# regfile_seq_ctrl

regfile_seq_ctrl, close-up of the layout:
Region (34, 54) to (64, 84) um. Cells in grey, sequential cells in the stronger grey; small squares are vias.
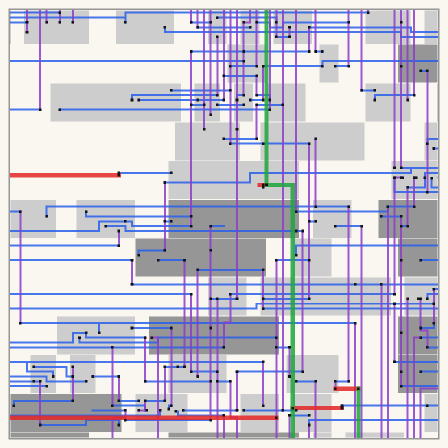

[config.mk]
export PLATFORM = sky130hd
export DESIGN_NAME = regfile_seq_ctrl
export DESIGN_NICKNAME = d
export VERILOG_FILES = /design/src/rtl/regfile_seq_pkg.sv /design/src/rtl/regfile_seq_ctrl.sv
export SDC_FILE = /design/constraint.sdc
export NUM_CORES = 1
export LEC_CHECK = 0
export CAP_MARGIN = 10
export CELL_PAD_IN_SITES_DETAIL_PLACEMENT = 1
export CELL_PAD_IN_SITES_GLOBAL_PLACEMENT = 2
export CORE_AREA = 2 2 97 137
export DETAILED_ROUTE_END_ITERATION = 7
export DIE_AREA = 0 0 99 139
export GPL_ROUTABILITY_DRIVEN = 0
export HOLD_SLACK_MARGIN = 0.15
export PLACE_DENSITY = 0.9
export REMOVE_ABC_BUFFERS = 1
export SLEW_MARGIN = 20
export SYNTH_ARGS = -nofsm -noshare
export SYNTH_HDL_FRONTEND = slang
export SYNTH_SLANG_ARGS = --single-unit
export TNS_END_PERCENT = 30
[constraint.sdc]
create_clock -name clk -period 2 [get_ports clk]
set_input_delay 0.3 -clock clk [delete_from_list [all_inputs] [get_ports clk]]
set_output_delay 0.3 -clock clk [all_outputs]
set_load 0.1 [all_outputs]
[src/rtl/regfile_seq_pkg.sv]
// Shared types and default widths for the register-file sequencing controller.
package regfile_seq_pkg;

    localparam int DATA_W_DEF = 16;
    localparam int ADDR_W_DEF = 3;

    typedef enum logic [1:0] {
        OP_WR_IMM = 2'b00,
        OP_COPY   = 2'b01,
        OP_SWAP   = 2'b10,
        OP_READ   = 2'b11
    } op_e;

    typedef enum logic [2:0] {
        S_IDLE,
        S_RD_A,
        S_RD_B,
        S_WR_A,
        S_WR_B,
        S_RSP
    } state_e;

endpackage

[src/rtl/regfile_seq_ctrl.sv]
// Sequences WR_IMM / COPY / SWAP / READ commands onto the register file's
// combinational read port and clocked write port, one command at a time.
module regfile_seq_ctrl #(
    parameter int DATA_W = regfile_seq_pkg::DATA_W_DEF,
    parameter int ADDR_W = regfile_seq_pkg::ADDR_W_DEF
) (
    input  logic              clk,
    input  logic              rst_n,
    input  logic              cmd_valid,
    output logic              cmd_ready,
    input  logic [1:0]        cmd_op,
    input  logic [ADDR_W-1:0] cmd_rd,
    input  logic [ADDR_W-1:0] cmd_rm,
    input  logic [DATA_W-1:0] cmd_imm,
    output logic              rsp_valid,
    input  logic              rsp_ready,
    output logic [DATA_W-1:0] rsp_data,
    output logic [ADDR_W-1:0] rf_w_addr,
    output logic [DATA_W-1:0] rf_w_data,
    output logic              rf_w_en,
    output logic [ADDR_W-1:0] rf_r_addr,
    input  logic [DATA_W-1:0] rf_r_data
);
    import regfile_seq_pkg::*;

    state_e             state_q, state_d;
    op_e                op_q, op_d;
    logic [ADDR_W-1:0]  rd_q, rd_d;
    logic [ADDR_W-1:0]  rm_q, rm_d;
    logic [DATA_W-1:0]  imm_q, imm_d;
    logic [DATA_W-1:0]  tmp_a_q, tmp_a_d;
    logic [DATA_W-1:0]  tmp_b_q, tmp_b_d;
    logic [DATA_W-1:0]  rsp_data_q, rsp_data_d;
    logic [ADDR_W-1:0]  w_addr_q, w_addr_d;
    logic [DATA_W-1:0]  w_data_q, w_data_d;
    logic [ADDR_W-1:0]  r_addr_q, r_addr_d;

    always_ff @(posedge clk or negedge rst_n) begin
        if (!rst_n) begin
            state_q    <= S_IDLE;
            op_q       <= OP_WR_IMM;
            rd_q       <= '0;
            rm_q       <= '0;
            imm_q      <= '0;
            tmp_a_q    <= '0;
            tmp_b_q    <= '0;
            rsp_data_q <= '0;
            w_addr_q   <= '0;
            w_data_q   <= '0;
            r_addr_q   <= '0;
        end else begin
            state_q    <= state_d;
            op_q       <= op_d;
            rd_q       <= rd_d;
            rm_q       <= rm_d;
            imm_q      <= imm_d;
            tmp_a_q    <= tmp_a_d;
            tmp_b_q    <= tmp_b_d;
            rsp_data_q <= rsp_data_d;
            w_addr_q   <= w_addr_d;
            w_data_q   <= w_data_d;
            r_addr_q   <= r_addr_d;
        end
    end

    // The *_d address/data values depend only on state and latched registers,
    // so driving the regfile ports from them keeps the outputs Moore while
    // the *_q copies make them hold their last value in unused states.
    always_comb begin
        state_d    = state_q;
        op_d       = op_q;
        rd_d       = rd_q;
        rm_d       = rm_q;
        imm_d      = imm_q;
        tmp_a_d    = tmp_a_q;
        tmp_b_d    = tmp_b_q;
        rsp_data_d = rsp_data_q;
        w_addr_d   = w_addr_q;
        w_data_d   = w_data_q;
        r_addr_d   = r_addr_q;
        cmd_ready  = 1'b0;
        rsp_valid  = 1'b0;
        rf_w_en    = 1'b0;

        case (state_q)
            S_IDLE: begin
                cmd_ready = 1'b1;
                if (cmd_valid) begin
                    op_d    = op_e'(cmd_op);
                    rd_d    = cmd_rd;
                    rm_d    = cmd_rm;
                    imm_d   = cmd_imm;
                    state_d = (op_e'(cmd_op) == OP_WR_IMM) ? S_WR_A : S_RD_A;
                end
            end
            S_RD_A: begin
                r_addr_d = rm_q;
                tmp_a_d  = rf_r_data;
                case (op_q)
                    OP_SWAP: state_d = S_RD_B;
                    OP_COPY: state_d = S_WR_A;
                    default: state_d = S_RSP;
                endcase
            end
            S_RD_B: begin
                r_addr_d = rd_q;
                tmp_b_d  = rf_r_data;
                state_d  = S_WR_A;
            end
            S_WR_A: begin
                rf_w_en  = 1'b1;
                w_addr_d = rd_q;
                w_data_d = (op_q == OP_WR_IMM) ? imm_q : tmp_a_q;
                state_d  = (op_q == OP_SWAP) ? S_WR_B : S_RSP;
            end
            S_WR_B: begin
                rf_w_en  = 1'b1;
                w_addr_d = rm_q;
                w_data_d = tmp_b_q;
                state_d  = S_RSP;
            end
            S_RSP: begin
                rsp_valid = 1'b1;
                if (rsp_ready) state_d = S_IDLE;
            end
            default: state_d = S_IDLE;
        endcase

        // Response value is captured once on RSP entry and held afterwards.
        if (state_d == S_RSP && state_q != S_RSP) begin
            case (op_q)
                OP_WR_IMM: rsp_data_d = imm_q;
                OP_SWAP:   rsp_data_d = tmp_b_d;
                default:   rsp_data_d = tmp_a_d;
            endcase
        end
    end

    assign rsp_data  = rsp_data_q;
    assign rf_w_addr = w_addr_d;
    assign rf_w_data = w_data_d;
    assign rf_r_addr = r_addr_d;

endmodule

# hazard_ctrl_unit

File: config.mk
export PLATFORM = sky130hd
export DESIGN_NAME = hazard_ctrl_unit
export DESIGN_NICKNAME = d
export VERILOG_FILES = /design/src/rtl/hazard_ctrl_unit.sv
export SDC_FILE = /design/constraint.sdc
export NUM_CORES = 1
export LEC_CHECK = 0
export CORE_MARGIN = 4
export CORE_UTILIZATION = 39
export CTS_CLUSTER_DIAMETER = 100
export DETAILED_ROUTE_END_ITERATION = 10
export MAX_ROUTING_LAYER = met4
export PLACE_DENSITY = 0.78
export SYNTH_ARGS = -nofsm -noshare
export SYNTH_HDL_FRONTEND = slang
export SYNTH_SLANG_ARGS = --single-unit
File: constraint.sdc
create_clock -name clk -period 1.5 [get_ports clk]
set_input_delay 0.3 -clock clk [delete_from_list [all_inputs] [get_ports clk]]
set_output_delay 0.3 -clock clk [all_outputs]
set_load 0.005 [all_outputs]
File: src/rtl/hazard_ctrl_unit.sv
// Pipeline hazard controller: load-use stalls, branch flushes, memory-wait freeze and HLT.
// Optional per-event statistics counters are built when HAZ_STATS_EN is defined.
module hazard_ctrl_unit (
  input  logic       clk,
  input  logic       rst,
  input  logic [3:0] p0_addr_ID,
  input  logic [3:0] p1_addr_ID,
  input  logic       re_p0_ID,
  input  logic       re_p1_ID,
  input  logic       hlt_ID,
  input  logic [3:0] dst_addr_EX,
  input  logic       re_mem_EX,
  input  logic       branch_taken_EX,
  input  logic       mem_busy,
  output logic       stall_PC,
  output logic       stall_IF_ID,
  output logic       stall_ID_EX,
  output logic       bubble_ID_EX,
  output logic       flush_IF_ID,
  output logic       stall_all,
  output logic       halted,
  output logic       mem_timeout
`ifdef HAZ_STATS_EN
  ,
  output logic [15:0] lu_stall_cnt,
  output logic [15:0] flush_cnt,
  output logic [15:0] mem_wait_cnt
`endif
);

  localparam int unsigned WaitW = 8;
  localparam int unsigned StatW = 16;

  typedef enum logic [1:0] {ST_RUN, ST_MEM_WAIT, ST_HALT} state_e;

  state_e             state_q, state_d, cur_state;
  logic [WaitW-1:0]   wait_cnt_q, wait_cnt_d;
  logic               mem_timeout_q, mem_timeout_d;
  logic               busy_eff, br_eff, lu_hazard;

  // While in reset the unit behaves as RUN with memory idle and no branch.
  assign cur_state = rst ? ST_RUN : state_q;
  assign busy_eff  = mem_busy & ~rst;
  assign br_eff    = branch_taken_EX & ~rst;
  assign lu_hazard = re_mem_EX && (dst_addr_EX != 4'd0) &&
                     ((re_p0_ID && (p0_addr_ID == dst_addr_EX)) ||
                      (re_p1_ID && (p1_addr_ID == dst_addr_EX)));

  always_comb begin
    state_d       = state_q;
    wait_cnt_d    = wait_cnt_q;
    mem_timeout_d = mem_timeout_q;
    stall_PC      = 1'b0;
    stall_IF_ID   = 1'b0;
    stall_ID_EX   = 1'b0;
    bubble_ID_EX  = 1'b0;
    flush_IF_ID   = 1'b0;
    stall_all     = 1'b0;
    halted        = 1'b0;
    case (cur_state)
      ST_HALT: begin
        halted      = 1'b1;
        stall_PC    = 1'b1;
        stall_IF_ID = 1'b1;
        stall_ID_EX = 1'b1;
      end
      default: begin
        if (busy_eff) begin
          stall_all   = 1'b1;
          stall_PC    = 1'b1;
          stall_IF_ID = 1'b1;
          stall_ID_EX = 1'b1;
          state_d     = ST_MEM_WAIT;
          // Counter restarts on entry and saturates so the timeout stays put.
          if (cur_state != ST_MEM_WAIT) wait_cnt_d = '0;
          else if (wait_cnt_q != WaitW'(255)) wait_cnt_d = wait_cnt_q + WaitW'(1);
        end else begin
          state_d    = ST_RUN;
          wait_cnt_d = '0;
          if (br_eff) begin
            flush_IF_ID  = 1'b1;
            bubble_ID_EX = 1'b1;
          end else if (lu_hazard) begin
            stall_PC     = 1'b1;
            stall_IF_ID  = 1'b1;
            bubble_ID_EX = 1'b1;
          end else if (hlt_ID) begin
            stall_PC = 1'b1;
            state_d  = ST_HALT;
          end
        end
      end
    endcase
    if (state_d == ST_MEM_WAIT && wait_cnt_d == WaitW'(255)) mem_timeout_d = 1'b1;
  end

  always_ff @(posedge clk or posedge rst) begin
    if (rst) begin
      state_q       <= ST_RUN;
      wait_cnt_q    <= '0;
      mem_timeout_q <= 1'b0;
    end else begin
      state_q       <= state_d;
      wait_cnt_q    <= wait_cnt_d;
      mem_timeout_q <= mem_timeout_d;
    end
  end

  assign mem_timeout = mem_timeout_q;

`ifdef HAZ_STATS_EN
  logic [StatW-1:0] lu_stall_cnt_q, lu_stall_cnt_d;
  logic [StatW-1:0] flush_cnt_q, flush_cnt_d;
  logic [StatW-1:0] mem_wait_cnt_q, mem_wait_cnt_d;
  logic             lu_fire, flush_fire;

  assign flush_fire = (cur_state != ST_HALT) && !busy_eff && br_eff;
  assign lu_fire    = (cur_state != ST_HALT) && !busy_eff && !br_eff && lu_hazard;

  // Saturating event counters.
  always_comb begin
    lu_stall_cnt_d = lu_stall_cnt_q;
    flush_cnt_d    = flush_cnt_q;
    mem_wait_cnt_d = mem_wait_cnt_q;
    if (lu_fire && lu_stall_cnt_q != '1) lu_stall_cnt_d = lu_stall_cnt_q + StatW'(1);
    if (flush_fire && flush_cnt_q != '1) flush_cnt_d = flush_cnt_q + StatW'(1);
    if (stall_all && mem_wait_cnt_q != '1) mem_wait_cnt_d = mem_wait_cnt_q + StatW'(1);
  end

  always_ff @(posedge clk or posedge rst) begin
    if (rst) begin
      lu_stall_cnt_q <= '0;
      flush_cnt_q    <= '0;
      mem_wait_cnt_q <= '0;
    end else begin
      lu_stall_cnt_q <= lu_stall_cnt_d;
      flush_cnt_q    <= flush_cnt_d;
      mem_wait_cnt_q <= mem_wait_cnt_d;
    end
  end

  assign lu_stall_cnt = lu_stall_cnt_q;
  assign flush_cnt    = flush_cnt_q;
  assign mem_wait_cnt = mem_wait_cnt_q;
`endif

endmodule

# rv_soc_apb_8b_master

File: src/rtl/rv_soc_apb_8b_master.sv
// 8-bit APB initiator. Each byte/half/word request becomes a little-endian
// sequence of 8-bit APB transfers, and the read bytes return as one response.
module rv_soc_apb_8b_master #(
  parameter int PADDR_SIZE = 16,
  parameter int PDATA_SIZE = 8,
  parameter int TIMEOUT    = 256
) (
  input  logic                  PCLK,
  input  logic                  PRESET,
  input  logic                  req_valid,
  output logic                  req_ready,
  input  logic                  req_write,
  input  logic [1:0]            req_size,
  input  logic [PADDR_SIZE-1:0] req_addr,
  input  logic [2:0]            req_prot,
  input  logic [31:0]           req_wdata,
  output logic                  rsp_valid,
  input  logic                  rsp_ready,
  output logic [31:0]           rsp_rdata,
  output logic                  rsp_err,
  output logic                  PSEL,
  output logic                  PENABLE,
  output logic [2:0]            PPROT,
  output logic                  PWRITE,
  output logic                  PSTRB,
  output logic [PADDR_SIZE-1:0] PADDR,
  output logic [7:0]            PWDATA,
  input  logic [7:0]            PRDATA,
  input  logic                  PREADY,
  input  logic                  PSLVERR
);

  if (PDATA_SIZE != 8) begin : g_bad_pdata
    $error("rv_soc_apb_8b_master supports only PDATA_SIZE == 8");
  end

  localparam int              TW     = (TIMEOUT > 1) ? $clog2(TIMEOUT + 1) : 1;
  localparam bit              TO_EN  = (TIMEOUT != 0);
  localparam logic [TW-1:0]   TLIM   = TW'((TIMEOUT > 0) ? TIMEOUT - 1 : 0);

  typedef enum logic [1:0] {IDLE, SETUP, ACCESS, RESP} state_t;

  state_t                r_state;
  logic [31:0]           r_wdata;
  logic [PADDR_SIZE-1:0] r_addr;
  logic [1:0]            r_k;
  logic [1:0]            r_last;
  logic [TW-1:0]         r_tcnt;

  logic                  w_misalign;
  logic                  w_last;
  logic [1:0]            w_k_next;
  logic                  w_timeout;

  function automatic logic [7:0] f_byte(input logic [31:0] d, input logic [1:0] k);
    return d[{k, 3'b000} +: 8];
  endfunction

  assign req_ready = (r_state == IDLE);
  assign w_last    = (r_k == r_last);
  assign w_k_next  = r_k + 2'd1;
  assign w_timeout = TO_EN && (r_tcnt == TLIM);

  always_comb begin
    w_misalign = 1'b0;
    case (req_size)
      2'd0:    w_misalign = 1'b0;
      2'd1:    w_misalign = req_addr[0];
      2'd2:    w_misalign = |req_addr[1:0];
      default: w_misalign = 1'b1;
    endcase
  end

  // Request data is only consumed while a transfer is in flight, so it needs no reset.
  always_ff @(posedge PCLK) begin
    if (r_state == IDLE && req_valid) begin
      r_wdata <= req_wdata;
      r_addr  <= req_addr;
    end
  end

  always_ff @(posedge PCLK) begin
    if (PRESET) begin
      r_state   <= IDLE;
      r_k       <= 2'd0;
      r_last    <= 2'd0;
      r_tcnt    <= '0;
      PSEL      <= 1'b0;
      PENABLE   <= 1'b0;
      PWRITE    <= 1'b0;
      PSTRB     <= 1'b0;
      PPROT     <= 3'd0;
      PADDR     <= '0;
      PWDATA    <= 8'd0;
      rsp_valid <= 1'b0;
      rsp_err   <= 1'b0;
      rsp_rdata <= 32'd0;
    end else begin
      case (r_state)
        IDLE: begin
          if (req_valid) begin
            r_k       <= 2'd0;
            r_last    <= (req_size == 2'd2) ? 2'd3 : ((req_size == 2'd1) ? 2'd1 : 2'd0);
            rsp_rdata <= 32'd0;
            rsp_err   <= 1'b0;
            if (w_misalign) begin
              rsp_err   <= 1'b1;
              rsp_valid <= 1'b1;
              r_state   <= RESP;
            end else begin
              PSEL    <= 1'b1;
              PENABLE <= 1'b0;
              PADDR   <= req_addr;
              PWDATA  <= req_wdata[7:0];
              PWRITE  <= req_write;
              PSTRB   <= req_write;
              PPROT   <= req_prot;
              r_state <= SETUP;
            end
          end
        end
        SETUP: begin
          PENABLE <= 1'b1;
          r_tcnt  <= '0;
          r_state <= ACCESS;
        end
        ACCESS: begin
          if (PREADY) begin
            if (!PWRITE) rsp_rdata[{r_k, 3'b000} +: 8] <= PRDATA;
            if (PSLVERR || w_last) begin
              PSEL      <= 1'b0;
              PENABLE   <= 1'b0;
              rsp_err   <= PSLVERR;
              rsp_valid <= 1'b1;
              r_state   <= RESP;
            end else begin
              // Back-to-back transfer: PSEL stays high, next byte goes straight to SETUP.
              r_k     <= w_k_next;
              PENABLE <= 1'b0;
              PADDR   <= r_addr + PADDR_SIZE'(w_k_next);
              PWDATA  <= f_byte(r_wdata, w_k_next);
              r_state <= SETUP;
            end
          end else if (w_timeout) begin
            PSEL      <= 1'b0;
            PENABLE   <= 1'b0;
            rsp_err   <= 1'b1;
            rsp_valid <= 1'b1;
            r_state   <= RESP;
          end else begin
            r_tcnt <= r_tcnt + 1'b1;
          end
        end
        RESP: begin
          if (rsp_ready) begin
            rsp_valid <= 1'b0;
            r_state   <= IDLE;
          end
        end
        default: r_state <= IDLE;
      endcase
    end
  end

endmodule

File: config.mk
export PLATFORM = sky130hd
export DESIGN_NAME = rv_soc_apb_8b_master
export DESIGN_NICKNAME = d
export VERILOG_FILES = /design/src/rtl/rv_soc_apb_8b_master.sv
export SDC_FILE = /design/constraint.sdc
export NUM_CORES = 1
export LEC_CHECK = 0
export ABC_AREA = 1
export CAP_MARGIN = 20
export CORE_ASPECT_RATIO = 0.7
export CORE_MARGIN = 3
export CORE_UTILIZATION = 52
export CTS_BUF_LIST = sky130_fd_sc_hd__clkbuf_8
export DETAILED_ROUTE_END_ITERATION = 7
export PLACE_DENSITY = 0.8
export SYNTH_ARGS = -nofsm -noshare
export SYNTH_HDL_FRONTEND = slang
export SYNTH_SLANG_ARGS = --single-unit
File: constraint.sdc
create_clock -name PCLK -period 3.5 [get_ports PCLK]
set_input_delay 0.7 -clock PCLK [delete_from_list [all_inputs] [get_ports PCLK]]
set_output_delay 0.7 -clock PCLK [all_outputs]
set_load 0.005 [all_outputs]
# fetch_stage

$ cat config.mk
export PLATFORM = sky130hd
export DESIGN_NAME = fetch_stage
export DESIGN_NICKNAME = d
export VERILOG_FILES = /design/src/rtl/fetch_stage.sv
export SDC_FILE = /design/constraint.sdc
export NUM_CORES = 1
export LEC_CHECK = 0
export ABC_AREA = 1
export ABC_CLOCK_PERIOD_IN_PS = 3880
export CORE_ASPECT_RATIO = 0.5
export CORE_UTILIZATION = 30
export DETAILED_ROUTE_END_ITERATION = 8
export PLACE_DENSITY = 0.58
export SETUP_SLACK_MARGIN = 0.3
export SYNTH_ARGS = -nofsm -noshare
export SYNTH_HDL_FRONTEND = slang
export SYNTH_SLANG_ARGS = --single-unit
export TNS_END_PERCENT = 1
$ cat constraint.sdc
create_clock -name clk -period 3.88 [get_ports clk]
set_clock_uncertainty 0.1 [all_clocks]
set_input_delay 0.582 -clock clk [delete_from_list [all_inputs] [get_ports clk]]
set_output_delay 0.582 -clock clk [all_outputs]
set_load 0.01 [all_outputs]
$ cat src/rtl/fetch_stage.sv
// rtl/fetch_stage.sv - instruction fetch stage with PC, imem handshake and IF/ID register
module fetch_stage #(
  parameter int                  PC_WIDTH  = 16,
  parameter logic [PC_WIDTH-1:0] RESET_PC  = '0,
  parameter logic [15:0]         NOP_INSTR = 16'h0800
) (
  input  logic                clk,
  input  logic                rst,
  input  logic                stall,
  input  logic                redirect,
  input  logic [PC_WIDTH-1:0] redirect_pc,
  output logic                imem_req,
  output logic [PC_WIDTH-1:0] imem_addr,
  input  logic [15:0]         imem_rdata,
  input  logic                imem_valid,
  output logic [15:0]         if_id_instr,
  output logic [PC_WIDTH-1:0] if_id_pc_plus2,
  output logic                if_id_valid,
  output logic                fetch_halted
);

  typedef enum logic [1:0] {FETCH, DRAIN, HALTED} state_t;

  state_t              state, state_n;
  logic [PC_WIDTH-1:0] pc, pc_n, pending_pc, pending_pc_n;
  logic                halted_n;
  logic [PC_WIDTH-1:0] pc_plus2;

  assign pc_plus2  = pc + PC_WIDTH'(2);
  assign imem_addr = pc;
  assign imem_req  = !rst && (state != HALTED);

  always_ff @(posedge clk or posedge rst) begin
    if (rst) begin
      state        <= FETCH;
      pc           <= RESET_PC;
      pending_pc   <= '0;
      fetch_halted <= 1'b0;
    end else begin
      state        <= state_n;
      pc           <= pc_n;
      pending_pc   <= pending_pc_n;
      fetch_halted <= halted_n;
    end
  end

  always_comb begin
    state_n      = state;
    pc_n         = pc;
    pending_pc_n = pending_pc;
    halted_n     = fetch_halted;
    case (state)
      FETCH: begin
        if (redirect) begin
          // Address may only change once the outstanding access has returned
          if (imem_valid) begin
            pc_n = redirect_pc;
          end else begin
            pending_pc_n = redirect_pc;
            state_n      = DRAIN;
          end
        end else if (!stall && imem_valid) begin
          pc_n = pc_plus2;
          if (imem_rdata[15:11] == 5'b00000) begin
            state_n  = HALTED;
            halted_n = 1'b1;
          end
        end
      end
      DRAIN: begin
        if (redirect) pending_pc_n = redirect_pc;
        if (imem_valid) begin
          pc_n    = redirect ? redirect_pc : pending_pc;
          state_n = FETCH;
        end
      end
      HALTED: begin
        if (redirect) begin
          pc_n     = redirect_pc;
          halted_n = 1'b0;
          state_n  = FETCH;
        end
      end
      default: state_n = FETCH;
    endcase
  end

  // IF/ID register: flush beats stall, stall beats fetch, otherwise bubble
  always_ff @(posedge clk or posedge rst) begin
    if (rst) begin
      if_id_instr    <= NOP_INSTR;
      if_id_pc_plus2 <= '0;
      if_id_valid    <= 1'b0;
    end else if (redirect) begin
      if_id_instr <= NOP_INSTR;
      if_id_valid <= 1'b0;
    end else if (!stall) begin
      if (state == FETCH && imem_valid) begin
        if_id_instr    <= imem_rdata;
        if_id_pc_plus2 <= pc_plus2;
        if_id_valid    <= 1'b1;
      end else begin
        if_id_instr <= NOP_INSTR;
        if_id_valid <= 1'b0;
      end
    end
  end

endmodule

==> screenshots <==
Routed metal, one colour a layer.
Plate I
Drawn at 3 px/um. Two of the layers only.
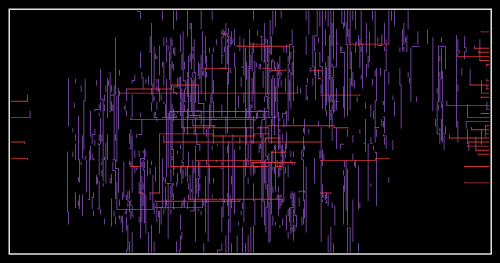
Plate II
Drawn at 3 px/um. Two of the layers only.
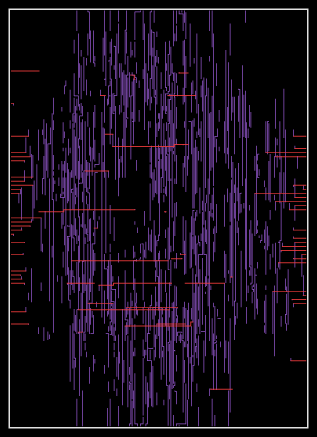
Plate III
Drawn at 8 px/um. Two of the layers only.
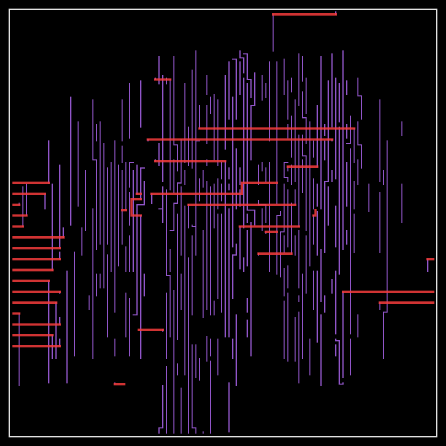
Plate IV
Drawn at 3 px/um. Two of the layers only.
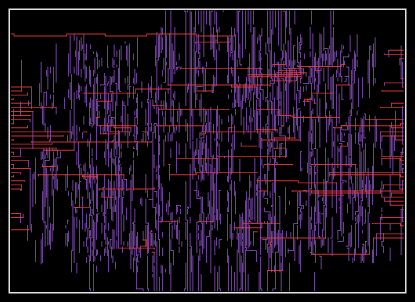
- least wire: Plate III
- smallest die: Plate III
rv_soc_apb_8b_master is Plate IV.
fetch_stage is Plate I.
regfile_seq_ctrl is Plate II.
hazard_ctrl_unit is Plate III.

Key to Plate I:
[met3] red | wire length: 767 um
[met2] purple | wire length: 4,610 um

regfile_seq_ctrl, wire density map:
Drawn at 2 px/um. The die is cut into 20 by 28 equal tiles; dark purple is low, yellow is high, scaled to the fullest tile. Values are wire area over tile area, all layers added.
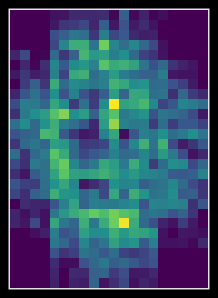
nearly empty tiles: 17%
tiles over half the peak: 16%
fullest tile: 0.52
mean over tiles: 0.15

## Picture notes: 'close-up of the layout' of regfile_seq_ctrl
[met1] blue
[met4] green
[met2] purple
[met3] red
most frequent: buf_4 (8), dfrtp_1 (4)
sequential cells in the window: 4
cells with their middle in the window: 36

==> reports/summary.txt, regfile_seq_ctrl <==
Met1 Routed Length -> 5430 um
CP Class -> reg -> out
Die Area -> 13,800 um^2
Tcrit/Tclk final -> 1.14
YS chip area -> 4330 um^2
Clk root buf -> clkbuf_16
DR WL/cell -> 21.6 um
Most frequent cells in the layout -> dfrtp_1, buf_4, clkdlybuf4s50_1, mux2_2, buf_12
Hold/Removal Path Class -> in -> async
Met2 global-route usage -> 0.331
Global-route wire length before repair -> 20,300 um
Via count -> 3,276
Run status -> complete, but fails checks
Dpl cells -> 572
Setup-failing EPs final -> 30
Slew headroom -> 0.630
Origin of the critical flop-to-flop path -> state_q[0]$_DFF_PN0_
Setup WS post-layout -> -0.282 ns
Yosys Instances -> 325
Failing checks -> negative setup slack
[regfile_seq_ctrl: sequential cells by signal (all words and copies together) (netlist names)]
| signal | count |
|---|---|
| w_addr_q | 3 |
| r_addr_q | 3 |
| w_data_q | 16 |
| op_q | 2 |
| rsp_data | 16 |
| rd_q | 3 |
| imm_q | 16 |
| rm_q | 3 |
| tmp_a_q | 16 |
| state_q | 3 |
| tmp_b_q | 16 |
hazard_ctrl_unit, gate families picked out:
Drawn at 8 px/um.
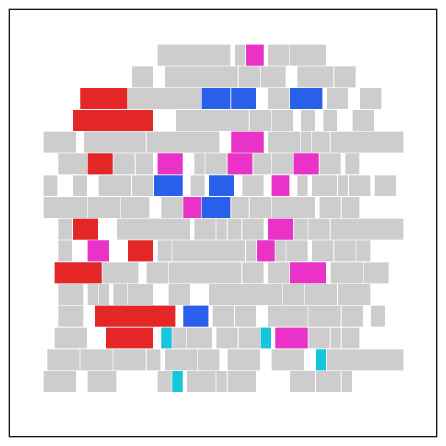
[AND and OR gates] magenta | cells: 12
[XOR/XNOR gates] red | cells: 8
[inverters] cyan | cells: 4 | where: south
[AND-OR and OR-AND gates] blue | cells: 7

==> reports/summary.txt, hazard_ctrl_unit <==
Critical Path Sink -> stall_PC
Unrepaired setup endpoints after global routing -> true
Failing checks -> negative setup slack
Diode count -> 0
Clk ins delay skew pair -> 0.28 ns
Met3 wire len -> 202 um
Asr flop ratio synth -> 1.00
CTS tree -> done
Clock Sinks -> 11
H-tree depth -> 1
Post-synthesis simple-gate area fraction -> 0.254
Final #Nets -> 177
DP Worst Slack -> -0.940 ns
Vias in the first global route -> 999
GPL Wtd Cong -> 0.962
Io pins -> 28
Die Span Y -> 53.2 um
Most numerous logic cell after layout -> buf_4
Crit-path max FO -> 3
Final cell count without fillers -> 182
Critical path cell sequence -> buf_6, xnor2_2, nand2_1, nor4_2, o211ai_1, buf_4, a31oi_1, buf_2
Sequential share of the synthesized area -> 0.345
CTS buffer count -> 3
Worst-margin pin slew -> 0.244 ns
Setup-failing EPs final -> 8
Reg-to-reg slack, setup -> -0.27 ns
YS chip area -> 798 um^2
Setup WS post-layout -> -0.324 ns
YS warnings -> 0
Run status -> complete, but fails checks
Initial antenna violation count -> 0
Nets at Floorplan -> 109
Clk pin slew, worst setup/hold paths -> 0.08 ns
Area after DPL -> 1340 um^2
## hazard_ctrl_unit: area by class of cell
type | count | area [um^2] | share of cell area
multi-input cells | 71 | 634 | 0.416
repair buffers | 65 | 541 | 0.354
flip-flops and latches | 11 | 277 | 0.181
well taps | 27 | 33.8 | 0.0221
clock buffers | 4 | 26.3 | 0.0172
inverters | 4 | 15.0 | 0.00984
## hazard_ctrl_unit: repair_timing
action,CTS,global route
pin swaps,15,12
resized,82,39
buffers inserted,4,2
setup endpoints to repair,10,13
## hazard_ctrl_unit: flip-flops by register name, summed over array words and instances (netlist names)
name         flops
wait_cnt_q       8
state_q          2
mem_timeout      1
rv_soc_apb_8b_master, gate families picked out:
Drawn at 3 px/um.
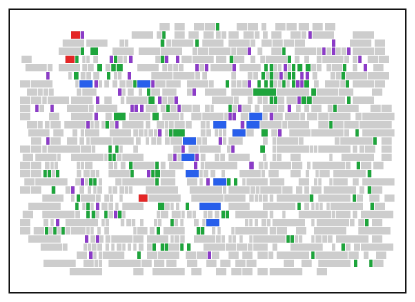
[adder and majority cells] blue | cells: 12
[inverters] purple | cells: 69
[NOR gates] green | cells: 115 | where: spread over the die
[XOR/XNOR gates] red | cells: 3

rv_soc_apb_8b_master, close-up of the layout:
Region (51, 32) to (81, 62) um. Cells in grey, sequential cells in the stronger grey; small squares are vias.
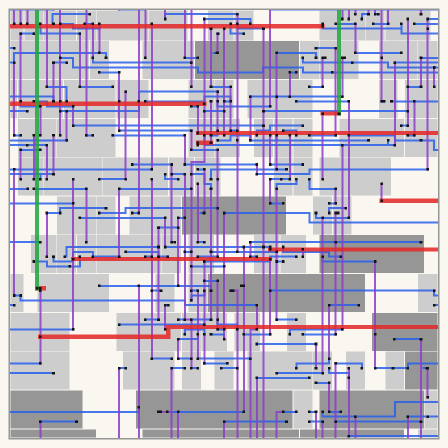
[met4] green
[met3] red
[met1] blue
[met2] purple
netlist names of flops here include: r_addr (2), r_last (2)
most frequent: nand2_1 (17), inv_1 (12)
cells with their middle in the window: 87
sequential cells in the window: 7

==> reports/summary.txt, rv_soc_apb_8b_master <==
Run status -> complete, no violations
Unrepaired setup endpoints after global routing -> false
Setup Buffers After CTS -> 0
DP Worst Slack -> 0.497 ns
Top FF cell, synth -> dfxtp_1
Setup-failing EPs final -> 0
Critical path cell sequence -> inv_1, ha_1, fa_1, nand2_1, nor2_2, nand2_1, nor2_1, nand2_1, nand2_1, nor2_1, nor2_1, nor2_1
Most numerous logic cell after layout -> nand2_1
Met2 wire len -> 7300 um
Mapped Area -> 5750 um^2
YS warnings -> 0
Synth Area in Compound Gates -> 0.146
Synthesized registers -> 127
Count leader, synth -> nand2_1
Hpwl dp -> 10,800 um
Layout cell share with drive strength beyond 1 -> 0.0723
Max Used Layer -> met4
Fin. max-slew vios -> 0
Reg-to-reg slack, setup -> 0.89 ns
CP peak stage delay -> 0.63 ns
rv_soc_apb_8b_master: sequential cells by signal, summed over array words and instances, names as in the netlist:
| register | flops |
|---|---|
| PWDATA | 8 |
| PSTRB | 1 |
| r_state | 2 |
| PPROT | 3 |
| PSEL | 1 |
| r_k | 2 |
| rsp_valid | 1 |
| rsp_rdata | 32 |
| PENABLE | 1 |
| rsp_err | 1 |
| r_addr | 16 |
| r_wdata | 32 |
| r_tcnt | 9 |
| PADDR | 16 |
| r_last | 2 |
fetch_stage, gate families picked out:
Drawn at 3 px/um.
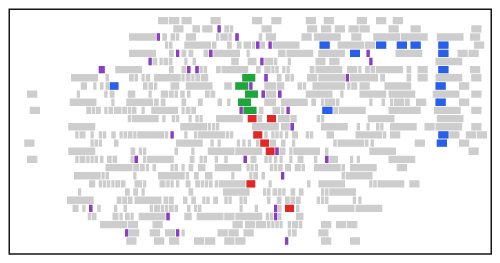
[adder and majority cells] green | cells: 5
[XOR/XNOR gates] red | cells: 7 | where: centre
[inverters] purple | cells: 35
[AND-OR and OR-AND gates] blue | cells: 14 | where: north-east

fetch_stage, close-up of the layout:
Region (65, 26) to (95, 56) um. Cells in grey, sequential cells in the stronger grey; small squares are vias.
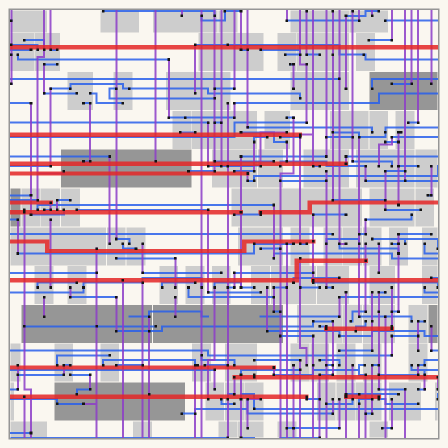
[met2] purple
[met3] red
[met1] blue
most frequent: nand2_1 (30), inv_1 (8), dfrtp_1 (5)
sequential cells in the window: 5
cells with their middle in the window: 78
netlist names of flops here include: imem_addr (4), state (1)

==> reports/summary.txt, fetch_stage <==
Diode count -> 0
H-tree depth -> 3
WHS Path Cells -> 2
Hold/Removal Path Class -> reg -> reg
Critical Path Sink -> if_id_pc_plus2[2]$_DFFE_PP0P_
Hold Path End -> if_id_pc_plus2[3]$_DFFE_PP0P_
Final instance area -> 5070 um^2
Filler Cells Inserted -> 1,219
Post-synthesis simple-gate area fraction -> 0.267
Die Span Y -> 81.1 um
Worst Setup SP -> redirect
Sequential portion of the cell area -> 0.336
Synth Area in Compound Gates -> 0.172
Run status -> complete, no violations
Slew headroom -> 0.498
Cell type with the largest total area -> dfrtp_1
CTS buffer count -> 9
Main area contributors -> dfrtp_1, nand2_1, a21oi_1
Clock period minus final worst setup slack -> 2.60 ns
Num sequential -> 68
Non-clk invs -> 35
Unrepaired setup endpoints after global routing -> false
Origin of the critical flop-to-flop path -> state[0]$_DFFE_PP0P_
## fetch_stage: critical path: cells and delay by family
kind | cells | cell delay (ns)
compound gates | 1 | 0.25
buf+inv | 3 | 1.15
simple gates | 2 | 0.75
## fetch_stage: routing by layer
metal | vias up | GRT usage
met5 | - | 0
met3 | 7 | 0.0449
met1 | 1629 | 0.259
met2 | 107 | 0.259
met4 | 0 | 0.0514
li1 | 1802 | -
## fetch_stage: flip-flops by register name, summed over array words and instances, names as in the netlist
register        count
if_id_pc_plus2     16
if_id_instr        16
pending_pc         16
imem_addr          16
state               2
if_id_valid         1
fetch_halted        1

# mcycle_unit

mcycle_unit, close-up of the layout:
Region (77, 99) to (107, 129) um. Cells in grey, sequential cells in the stronger grey; small squares are vias.
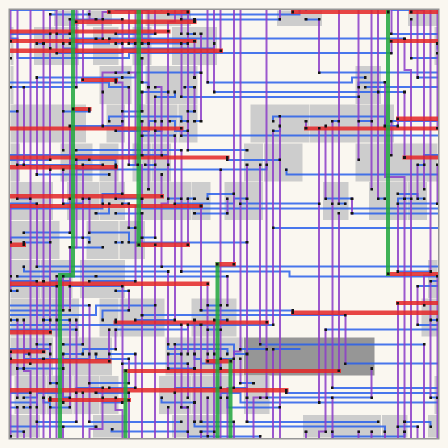

### src/rtl/mcycle_unit_pkg.sv
// Shared op and state encodings for the iterative multiply/divide engine.
// The Decoder imports the same op encodings.
package mcycle_unit_pkg;

  typedef enum logic [1:0] {
    MC_SMUL = 2'b00,
    MC_UMUL = 2'b01,
    MC_SDIV = 2'b10,
    MC_UDIV = 2'b11
  } mc_op_e;

  typedef enum logic [1:0] {
    S_IDLE    = 2'b00,
    S_COMPUTE = 2'b01,
    S_DONE    = 2'b10
  } mc_state_e;

  function automatic logic op_is_div(input logic [1:0] op);
    return op[1];
  endfunction

  function automatic logic op_is_signed(input logic [1:0] op);
    return ~op[0];
  endfunction

endpackage

### src/rtl/mcycle_negate_cond.sv
// Conditional two's-complement negate, purely combinational (zero latency, no flow control).
module mcycle_negate_cond #(
  parameter int WIDTH = 32
) (
  input  logic             i_neg,
  input  logic [WIDTH-1:0] i_in,
  output logic [WIDTH-1:0] o_out
);

  assign o_out = i_neg ? -i_in : i_in;

endmodule

### src/rtl/mcycle_unit.sv
// Iterative signed/unsigned MUL/DIV: one step per cycle, results WIDTH+1 cycles after accept.
// Busy stalls the pipeline from the accept cycle through the last step; Done pulses for one cycle.
module mcycle_unit
  import mcycle_unit_pkg::*;
#(
  parameter int WIDTH = 32
) (
  input  logic             CLK,
  input  logic             RESETn,
  input  logic             Start,
  input  logic [1:0]       MCycleOp,
  input  logic [WIDTH-1:0] Operand1,
  input  logic [WIDTH-1:0] Operand2,
  output logic [WIDTH-1:0] Result1,
  output logic [WIDTH-1:0] Result2,
  output logic             Busy,
  output logic             Done
);

  localparam int CW = $clog2(WIDTH) + 1;

  mc_state_e          r_state, w_state_nxt;
  logic [1:0]         r_op;
  logic               r_neg_q, r_neg_r;
  logic [CW-1:0]      r_cnt;
  logic [2*WIDTH-1:0] r_shift;
  logic [WIDTH-1:0]   r_mcand;
  logic [WIDTH-1:0]   r_result1, r_result2;

  logic               w_s1, w_s2, w_accept, w_div0, w_last;
  logic [WIDTH-1:0]   w_mag1, w_mag2, w_quot, w_rem;
  logic [WIDTH:0]     w_mul_sum;
  logic [WIDTH+1:0]   w_div_diff;
  logic [2*WIDTH-1:0] w_step, w_prod;

  assign w_s1     = op_is_signed(MCycleOp) & Operand1[WIDTH-1];
  assign w_s2     = op_is_signed(MCycleOp) & Operand2[WIDTH-1];
  assign w_accept = (r_state == S_IDLE) && Start;
  assign w_div0   = op_is_div(MCycleOp) && (Operand2 == '0);
  assign w_last   = (r_cnt == CW'(WIDTH - 1));

  mcycle_negate_cond #(.WIDTH(WIDTH)) u_mag1 (.i_neg(w_s1), .i_in(Operand1), .o_out(w_mag1));
  mcycle_negate_cond #(.WIDTH(WIDTH)) u_mag2 (.i_neg(w_s2), .i_in(Operand2), .o_out(w_mag2));

  // MUL: low half holds the multiplier, shifted right as the product grows in from the top.
  // DIV: low half holds the dividend, shifted left into the partial remainder; quotient bits enter at bit 0.
  assign w_mul_sum  = {1'b0, r_shift[2*WIDTH-1:WIDTH]} + {1'b0, r_mcand};
  assign w_div_diff = {1'b0, r_shift[2*WIDTH-1:WIDTH-1]} - {2'b00, r_mcand};

  always_comb begin
    w_step = r_shift;
    if (op_is_div(r_op)) begin
      if (w_div_diff[WIDTH+1]) w_step = {r_shift[2*WIDTH-2:0], 1'b0};
      else                     w_step = {w_div_diff[WIDTH-1:0], r_shift[WIDTH-2:0], 1'b1};
    end else begin
      if (r_shift[0]) w_step = {w_mul_sum, r_shift[WIDTH-1:1]};
      else            w_step = {1'b0, r_shift[2*WIDTH-1:1]};
    end
  end

  mcycle_negate_cond #(.WIDTH(2*WIDTH)) u_fix_prod (.i_neg(r_neg_q), .i_in(w_step), .o_out(w_prod));
  mcycle_negate_cond #(.WIDTH(WIDTH)) u_fix_quot (.i_neg(r_neg_q), .i_in(w_step[WIDTH-1:0]), .o_out(w_quot));
  mcycle_negate_cond #(.WIDTH(WIDTH)) u_fix_rem (.i_neg(r_neg_r), .i_in(w_step[2*WIDTH-1:WIDTH]), .o_out(w_rem));

  always_ff @(posedge CLK or negedge RESETn) begin
    if (!RESETn) r_state <= S_IDLE;
    else         r_state <= w_state_nxt;
  end

  always_comb begin
    w_state_nxt = r_state;
    Busy        = 1'b0;
    Done        = 1'b0;
    case (r_state)
      S_IDLE: begin
        Busy = Start & RESETn;
        if (Start) w_state_nxt = w_div0 ? S_DONE : S_COMPUTE;
      end
      S_COMPUTE: begin
        Busy = 1'b1;
        if (w_last) w_state_nxt = S_DONE;
      end
      S_DONE: begin
        Done        = 1'b1;
        w_state_nxt = S_IDLE;
      end
      default: w_state_nxt = S_IDLE;
    endcase
  end

  always_ff @(posedge CLK or negedge RESETn) begin
    if (!RESETn) begin
      r_op      <= '0;
      r_neg_q   <= 1'b0;
      r_neg_r   <= 1'b0;
      r_cnt     <= '0;
      r_shift   <= '0;
      r_mcand   <= '0;
      r_result1 <= '0;
      r_result2 <= '0;
    end else if (w_accept) begin
      r_op    <= MCycleOp;
      r_neg_q <= w_s1 ^ w_s2;
      r_neg_r <= w_s1;
      r_cnt   <= '0;
      r_mcand <= op_is_div(MCycleOp) ? w_mag2 : w_mag1;
      r_shift <= {{WIDTH{1'b0}}, (op_is_div(MCycleOp) ? w_mag1 : w_mag2)};
      if (w_div0) begin
        r_result1 <= '1;
        r_result2 <= Operand1;
      end
    end else if (r_state == S_COMPUTE) begin
      r_shift <= w_step;
      r_cnt   <= r_cnt + CW'(1);
      if (w_last) begin
        r_result1 <= op_is_div(r_op) ? w_quot : w_prod[WIDTH-1:0];
        r_result2 <= op_is_div(r_op) ? w_rem  : w_prod[2*WIDTH-1:WIDTH];
      end
    end
  end

  assign Result1 = r_result1;
  assign Result2 = r_result2;

endmodule

### config.mk
export PLATFORM = sky130hd
export DESIGN_NAME = mcycle_unit
export DESIGN_NICKNAME = d
export VERILOG_FILES = /design/src/rtl/mcycle_unit_pkg.sv /design/src/rtl/mcycle_negate_cond.sv /design/src/rtl/mcycle_unit.sv
export SDC_FILE = /design/constraint.sdc
export NUM_CORES = 1
export LEC_CHECK = 0
export CORE_ASPECT_RATIO = 1.25
export CORE_MARGIN = 2
export CORE_UTILIZATION = 40
export DETAILED_ROUTE_END_ITERATION = 12
export SLEW_MARGIN = 10
export SYNTH_ARGS = -nofsm -noshare
export SYNTH_HDL_FRONTEND = slang
export SYNTH_SLANG_ARGS = --single-unit
### constraint.sdc
create_clock -name CLK -period 12 [get_ports CLK]
set_input_delay 1.2 -clock CLK [delete_from_list [all_inputs] [get_ports CLK]]
set_output_delay 1.2 -clock CLK [all_outputs]
set_load 0.005 [all_outputs]
# led_pattern_counter

--- src/rtl/led_pattern_pkg.sv ---
// Shared constants for the LED pattern generator: mode encodings and bounce direction.
package led_pattern_pkg;

  localparam logic [1:0] MODE_UP     = 2'b00;
  localparam logic [1:0] MODE_DOWN   = 2'b01;
  localparam logic [1:0] MODE_BOUNCE = 2'b10;
  localparam logic [1:0] MODE_GRAY   = 2'b11;

  localparam logic DIR_LEFT  = 1'b0;
  localparam logic DIR_RIGHT = 1'b1;

endpackage

--- src/rtl/led_pattern_counter_tick_gen.sv ---
// Free-running prescaler: asserts step in the enabled cycle where pcnt reaches DIV-1.
module tick_gen #(
  parameter int DIV = 4
) (
  input  logic clk,
  input  logic rst,
  input  logic enable,
  input  logic clear,
  output logic step
);

  localparam int PW = (DIV > 1) ? $clog2(DIV) : 1;
  localparam logic [PW-1:0] LAST = PW'(DIV - 1);

  logic [PW-1:0] pcnt;

  assign step = enable & (pcnt == LAST);

  // clear (mode change) wins over counting so the next step is a full DIV away
  always_ff @(posedge clk) begin
    if (rst || clear)  pcnt <= '0;
    else if (step)     pcnt <= '0;
    else if (enable)   pcnt <= pcnt + 1'b1;
  end

endmodule

--- src/rtl/led_pattern_counter.sv ---
// LED pattern generator: up / down / bounce / Gray, advanced on each prescaler step.
// Optional LED_PATTERN_STEP_EN adds a step_req input for manual stepping while disabled.
module led_pattern_counter
  import led_pattern_pkg::*;
#(
  parameter int CLK_FREQ = 25_000_000,
  parameter int STEP_HZ  = 2,
  parameter int WIDTH    = 8
) (
  input  logic             clk,
  input  logic             rst,
  input  logic             enable,
  input  logic [1:0]       mode,
`ifdef LED_PATTERN_STEP_EN
  input  logic             step_req,
`endif
  output logic [WIDTH-1:0] leds,
  output logic             tick
);

  localparam int DIV = CLK_FREQ / STEP_HZ;

  if (DIV < 1) begin : g_bad_div
    $error("led_pattern_counter: CLK_FREQ / STEP_HZ must be >= 1");
  end
  if (WIDTH < 1) begin : g_bad_width
    $error("led_pattern_counter: WIDTH must be >= 1");
  end

  logic [1:0]       mode_q;
  logic [WIDTH-1:0] bin;
  logic             dir;
  logic             mode_chg, auto_step, man_step, do_step;
  logic [WIDTH-1:0] nxt_leds, nxt_bin, bin_inc;
  logic             nxt_dir;

  assign mode_chg = (mode != mode_q);

  tick_gen #(.DIV(DIV)) u_tick_gen (
    .clk    (clk),
    .rst    (rst),
    .enable (enable),
    .clear  (mode_chg),
    .step   (auto_step)
  );

`ifdef LED_PATTERN_STEP_EN
  assign man_step = ~enable & step_req;
`else
  assign man_step = 1'b0;
`endif

  // a mode change swallows any coincident automatic or manual step
  assign do_step = ~mode_chg & (auto_step | man_step);

  function automatic logic [WIDTH-1:0] init_leds(input logic [1:0] m);
    case (m)
      MODE_DOWN:   return '1;
      MODE_BOUNCE: return WIDTH'(1);
      default:     return '0;
    endcase
  endfunction

  always_comb begin
    nxt_leds = leds;
    nxt_bin  = bin;
    nxt_dir  = dir;
    bin_inc  = bin + 1'b1;
    case (mode_q)
      MODE_UP:   nxt_leds = leds + 1'b1;
      MODE_DOWN: nxt_leds = leds - 1'b1;
      MODE_BOUNCE: begin
        if (WIDTH == 1) begin
          nxt_leds = WIDTH'(1);
        end else if (dir == DIR_LEFT) begin
          nxt_leds = leds << 1;
          if (nxt_leds[WIDTH-1]) nxt_dir = DIR_RIGHT;
        end else begin
          nxt_leds = leds >> 1;
          if (nxt_leds == WIDTH'(1)) nxt_dir = DIR_LEFT;
        end
      end
      MODE_GRAY: begin
        nxt_bin  = bin_inc;
        nxt_leds = bin_inc ^ (bin_inc >> 1);
      end
      default: nxt_leds = leds;
    endcase
  end

  always_ff @(posedge clk) begin
    if (rst) begin
      mode_q <= MODE_UP;
      leds   <= '0;
      bin    <= '0;
      dir    <= DIR_LEFT;
      tick   <= 1'b0;
    end else if (mode_chg) begin
      mode_q <= mode;
      leds   <= init_leds(mode);
      bin    <= '0;
      dir    <= DIR_LEFT;
      tick   <= 1'b0;
    end else if (do_step) begin
      leds   <= nxt_leds;
      bin    <= nxt_bin;
      dir    <= nxt_dir;
      tick   <= 1'b1;
    end else begin
      tick   <= 1'b0;
    end
  end

endmodule
--- config.mk ---
export PLATFORM = sky130hd
export DESIGN_NAME = led_pattern_counter
export DESIGN_NICKNAME = d
export VERILOG_FILES = /design/src/rtl/led_pattern_pkg.sv /design/src/rtl/led_pattern_counter_tick_gen.sv /design/src/rtl/led_pattern_counter.sv
export SDC_FILE = /design/constraint.sdc
export NUM_CORES = 1
export LEC_CHECK = 0
export CORE_ASPECT_RATIO = 0.6
export CORE_MARGIN = 1.5
export CORE_UTILIZATION = 40
export CTS_BUF_LIST = sky130_fd_sc_hd__clkbuf_8
export CTS_CLUSTER_DIAMETER = 100
export DETAILED_ROUTE_END_ITERATION = 12
export PLACE_DENSITY_LB_ADDON = 0.05
export SETUP_SLACK_MARGIN = 0.15
export SYNTH_ARGS = -nofsm -noshare
export SYNTH_HDL_FRONTEND = slang
export SYNTH_SLANG_ARGS = --single-unit
--- constraint.sdc ---
create_clock -name clk -period 2.4 [get_ports clk]
set_input_delay 0.6 -clock clk [delete_from_list [all_inputs] [get_ports clk]]
set_output_delay 0.6 -clock clk [all_outputs]
set_load 0.03 [all_outputs]

## Gallery

Cell placement.
panel A
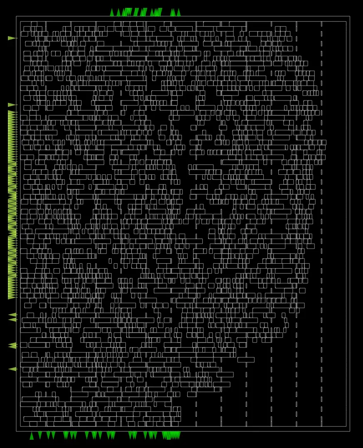
panel B
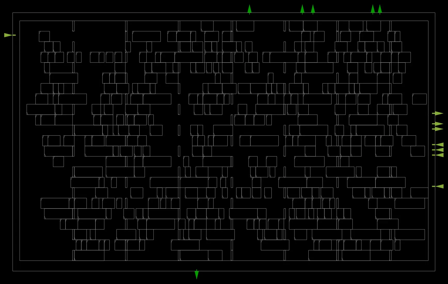
The one with the most cells is panel A.
The one with the most sequential cells is panel A.
| from | picture |
|---|---|
| mcycle_unit | panel A |
| led_pattern_counter | panel B |

mcycle_unit, wire density map:
Drawn at 1 px/um. The die is cut into 18 by 23 equal tiles; dark purple is low, yellow is high, scaled to the fullest tile. Values are wire area over tile area, all layers added.
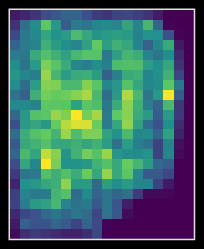
tiles over half the peak: 43%
fullest tile: 0.59
densest ninth of the die: centre
emptiest ninth of the die: south-east
mean over tiles: 0.25

mcycle_unit, gate families picked out:
Drawn at 1.5 px/um.
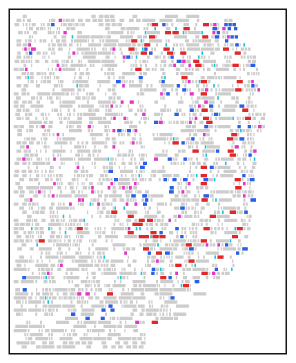
[inverters] cyan | cells: 61 | where: spread over the die
[AND and OR gates] magenta | cells: 87
[adder and majority cells] red | cells: 71
[AND-OR and OR-AND gates] blue | cells: 90
most numerous logic cell after layout: nand2_1
final cell count without fillers: 2,704
fraction of area in multi-input gates: 0.605

Notes on 'close-up of the layout' of mcycle_unit above:
[met2] purple
[met1] blue
[met4] green
[met3] red
sequential cells in the window: 1
most frequent: nand2_1 (6), nor2_1 (5)
cells with their middle in the window: 55
netlist names of flops here include: r_shift (1)

==> reports/summary.txt, mcycle_unit <==
Clock Path Buffers -> 2
Unique masters post-synth -> 102
Vias in the first global route -> 16,012
Main area contributors -> dfrtp_1, o21ai_0, a21oi_1
Resize count post-CTS -> 0
DR WL/cell -> 23.7 um
Setup Skew -> 0.0140 ns
Crit path buf inv count -> 1
Non-clock buffers -> 161
Die Area -> 42,000 um^2
Cell type with the largest total area -> dfrtp_1
Pwr per Cell Area -> 68.1 nW/um^2
Internal power -> 899 uW
Final #Nets -> 2,326
Top delay family on crit path -> simple AND/OR/NAND/NOR gates
Unrepaired setup endpoints after global routing -> false
Rows -> 82
Leakage -> 7.40 nW
Number of port buffers -> 134
Max reg flops -> 64
Final instance area -> 18,400 um^2
Hold Crit Start -> Result2[1]$_DFFE_PN0P_
Run status -> complete, no violations
Synth Area in XOR/XNOR -> 0.0851
Via count -> 17,005
Arrival time worst endpoint -> 5.93 ns
Max Cap Violations -> 0
Fa+ha+maj area frac -> 0.0559
Clock Sinks -> 171
[mcycle_unit: cell usage after synthesis (all sizes together) (23+ instances only)]
library cell / count
nand2: 254
o21ai: 222
a21oi: 206
nor2: 202
dfrtp: 171
xnor2: 94
clkbuf: 89
nand3: 76
ha: 69
xor2: 63
inv: 60
o211ai: 51
mux2i: 49
nor3: 46
buf: 41
a31oi: 33
a21o: 31
nand4: 25
o31ai: 25
nor4: 23
led_pattern_counter, routed metal, one colour a layer:
Drawn at 4 px/um. Two of the layers only.
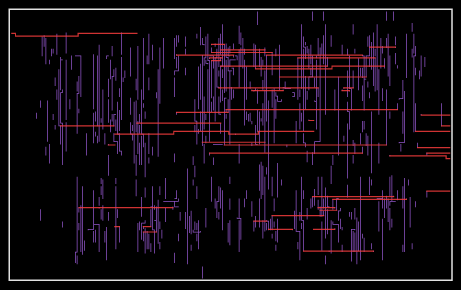
[met3] red | wire length: 663 um
[met2] purple | wire length: 2,550 um
via count: 2,504
drt total wl: 7260 um
Total Routing Usage GR: 0.217

==> reports/summary.txt, led_pattern_counter <==
Run status -> complete, no violations
Filler Cells Inserted -> 686
GRT busiest layer -> met1
Pin count of the biggest net entering global routing -> 27
Hold slack -> 0.535 ns
Met3 wire len -> 662 um
YS chip area -> 2770 um^2
Fin util -> 0.487
Fin. Hold Viols -> 0
Unrepaired setup endpoints after global routing -> false
Setup Buffers After CTS -> 0
Yosys Instances -> 360
ANT nets after route -> 0
Worst Setup SP -> u_tick_gen.pcnt[12]$_SDFFE_PP0P_
Layout cell share with drive strength beyond 1 -> 0.144
Resize count post-CTS -> 0
Setup-failing EPs final -> 0
Crit path launch type -> flip-flop
Drt drc -> 0
Tcrit/Tclk final -> 0.896
Sequential portion of the cell area -> 0.273
Crit-path max FO -> 6
Fraction of area in multi-input gates -> 0.543
Slew headroom -> 0.684
Top cells by count -> nor2_1, dfxtp_1, nand2_1, clkbuf_1, xor2_1
Area of the core -> 6680 um^2
H-tree depth -> 2
led_pattern_counter: report_power, final:
part           internal [mW]  switching [mW]
Combinational          0.116           0.156
Sequential             0.745          0.0220
Clock                  0.230           0.262
led_pattern_counter: cells by family after synthesis:
group                      after synthesis
buffers and inverters                   35
AOI/OAI and AO/OA                       63
DFF                                     44
xor gates and xnor gates                42
adders and majority gates                4
muxes                                   12
and+or+nand+nor                        160
led_pattern_counter: flip-flops by register name, summed over array words and instances (netlist names):
register         flops
leds                 8
bin                  8
dir                  1
mode_q               2
u_tick_gen.pcnt     24
tick                 1


## Gallery

Cell placement.
(a)
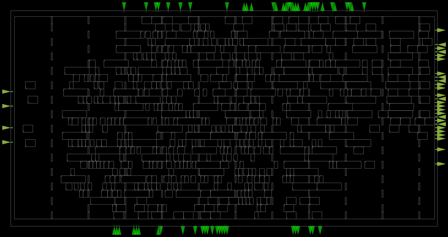
(b)
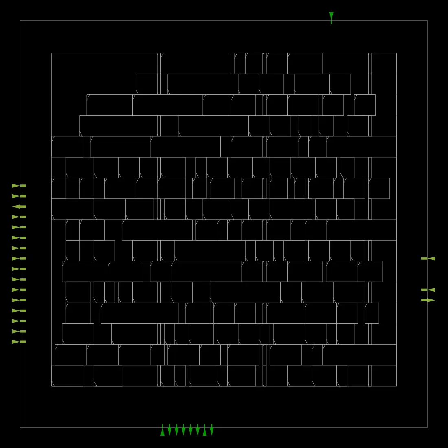
(c)
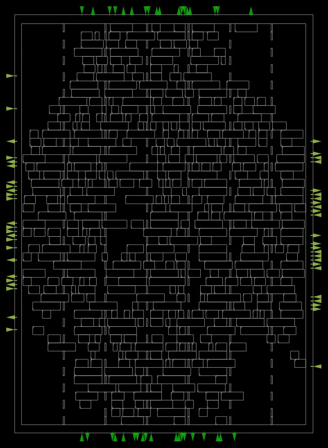
(d)
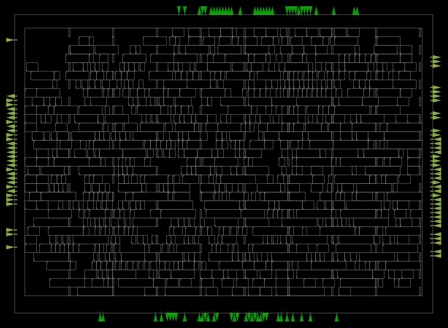
| picture | from |
|---|---|
| (c) | regfile_seq_ctrl |
| (b) | hazard_ctrl_unit |
| (a) | fetch_stage |
| (d) | rv_soc_apb_8b_master |
- lowest utilization: (a)
- most sequential cells: (d)

No activity file was given, so power comes from the tool's default toggle rates.
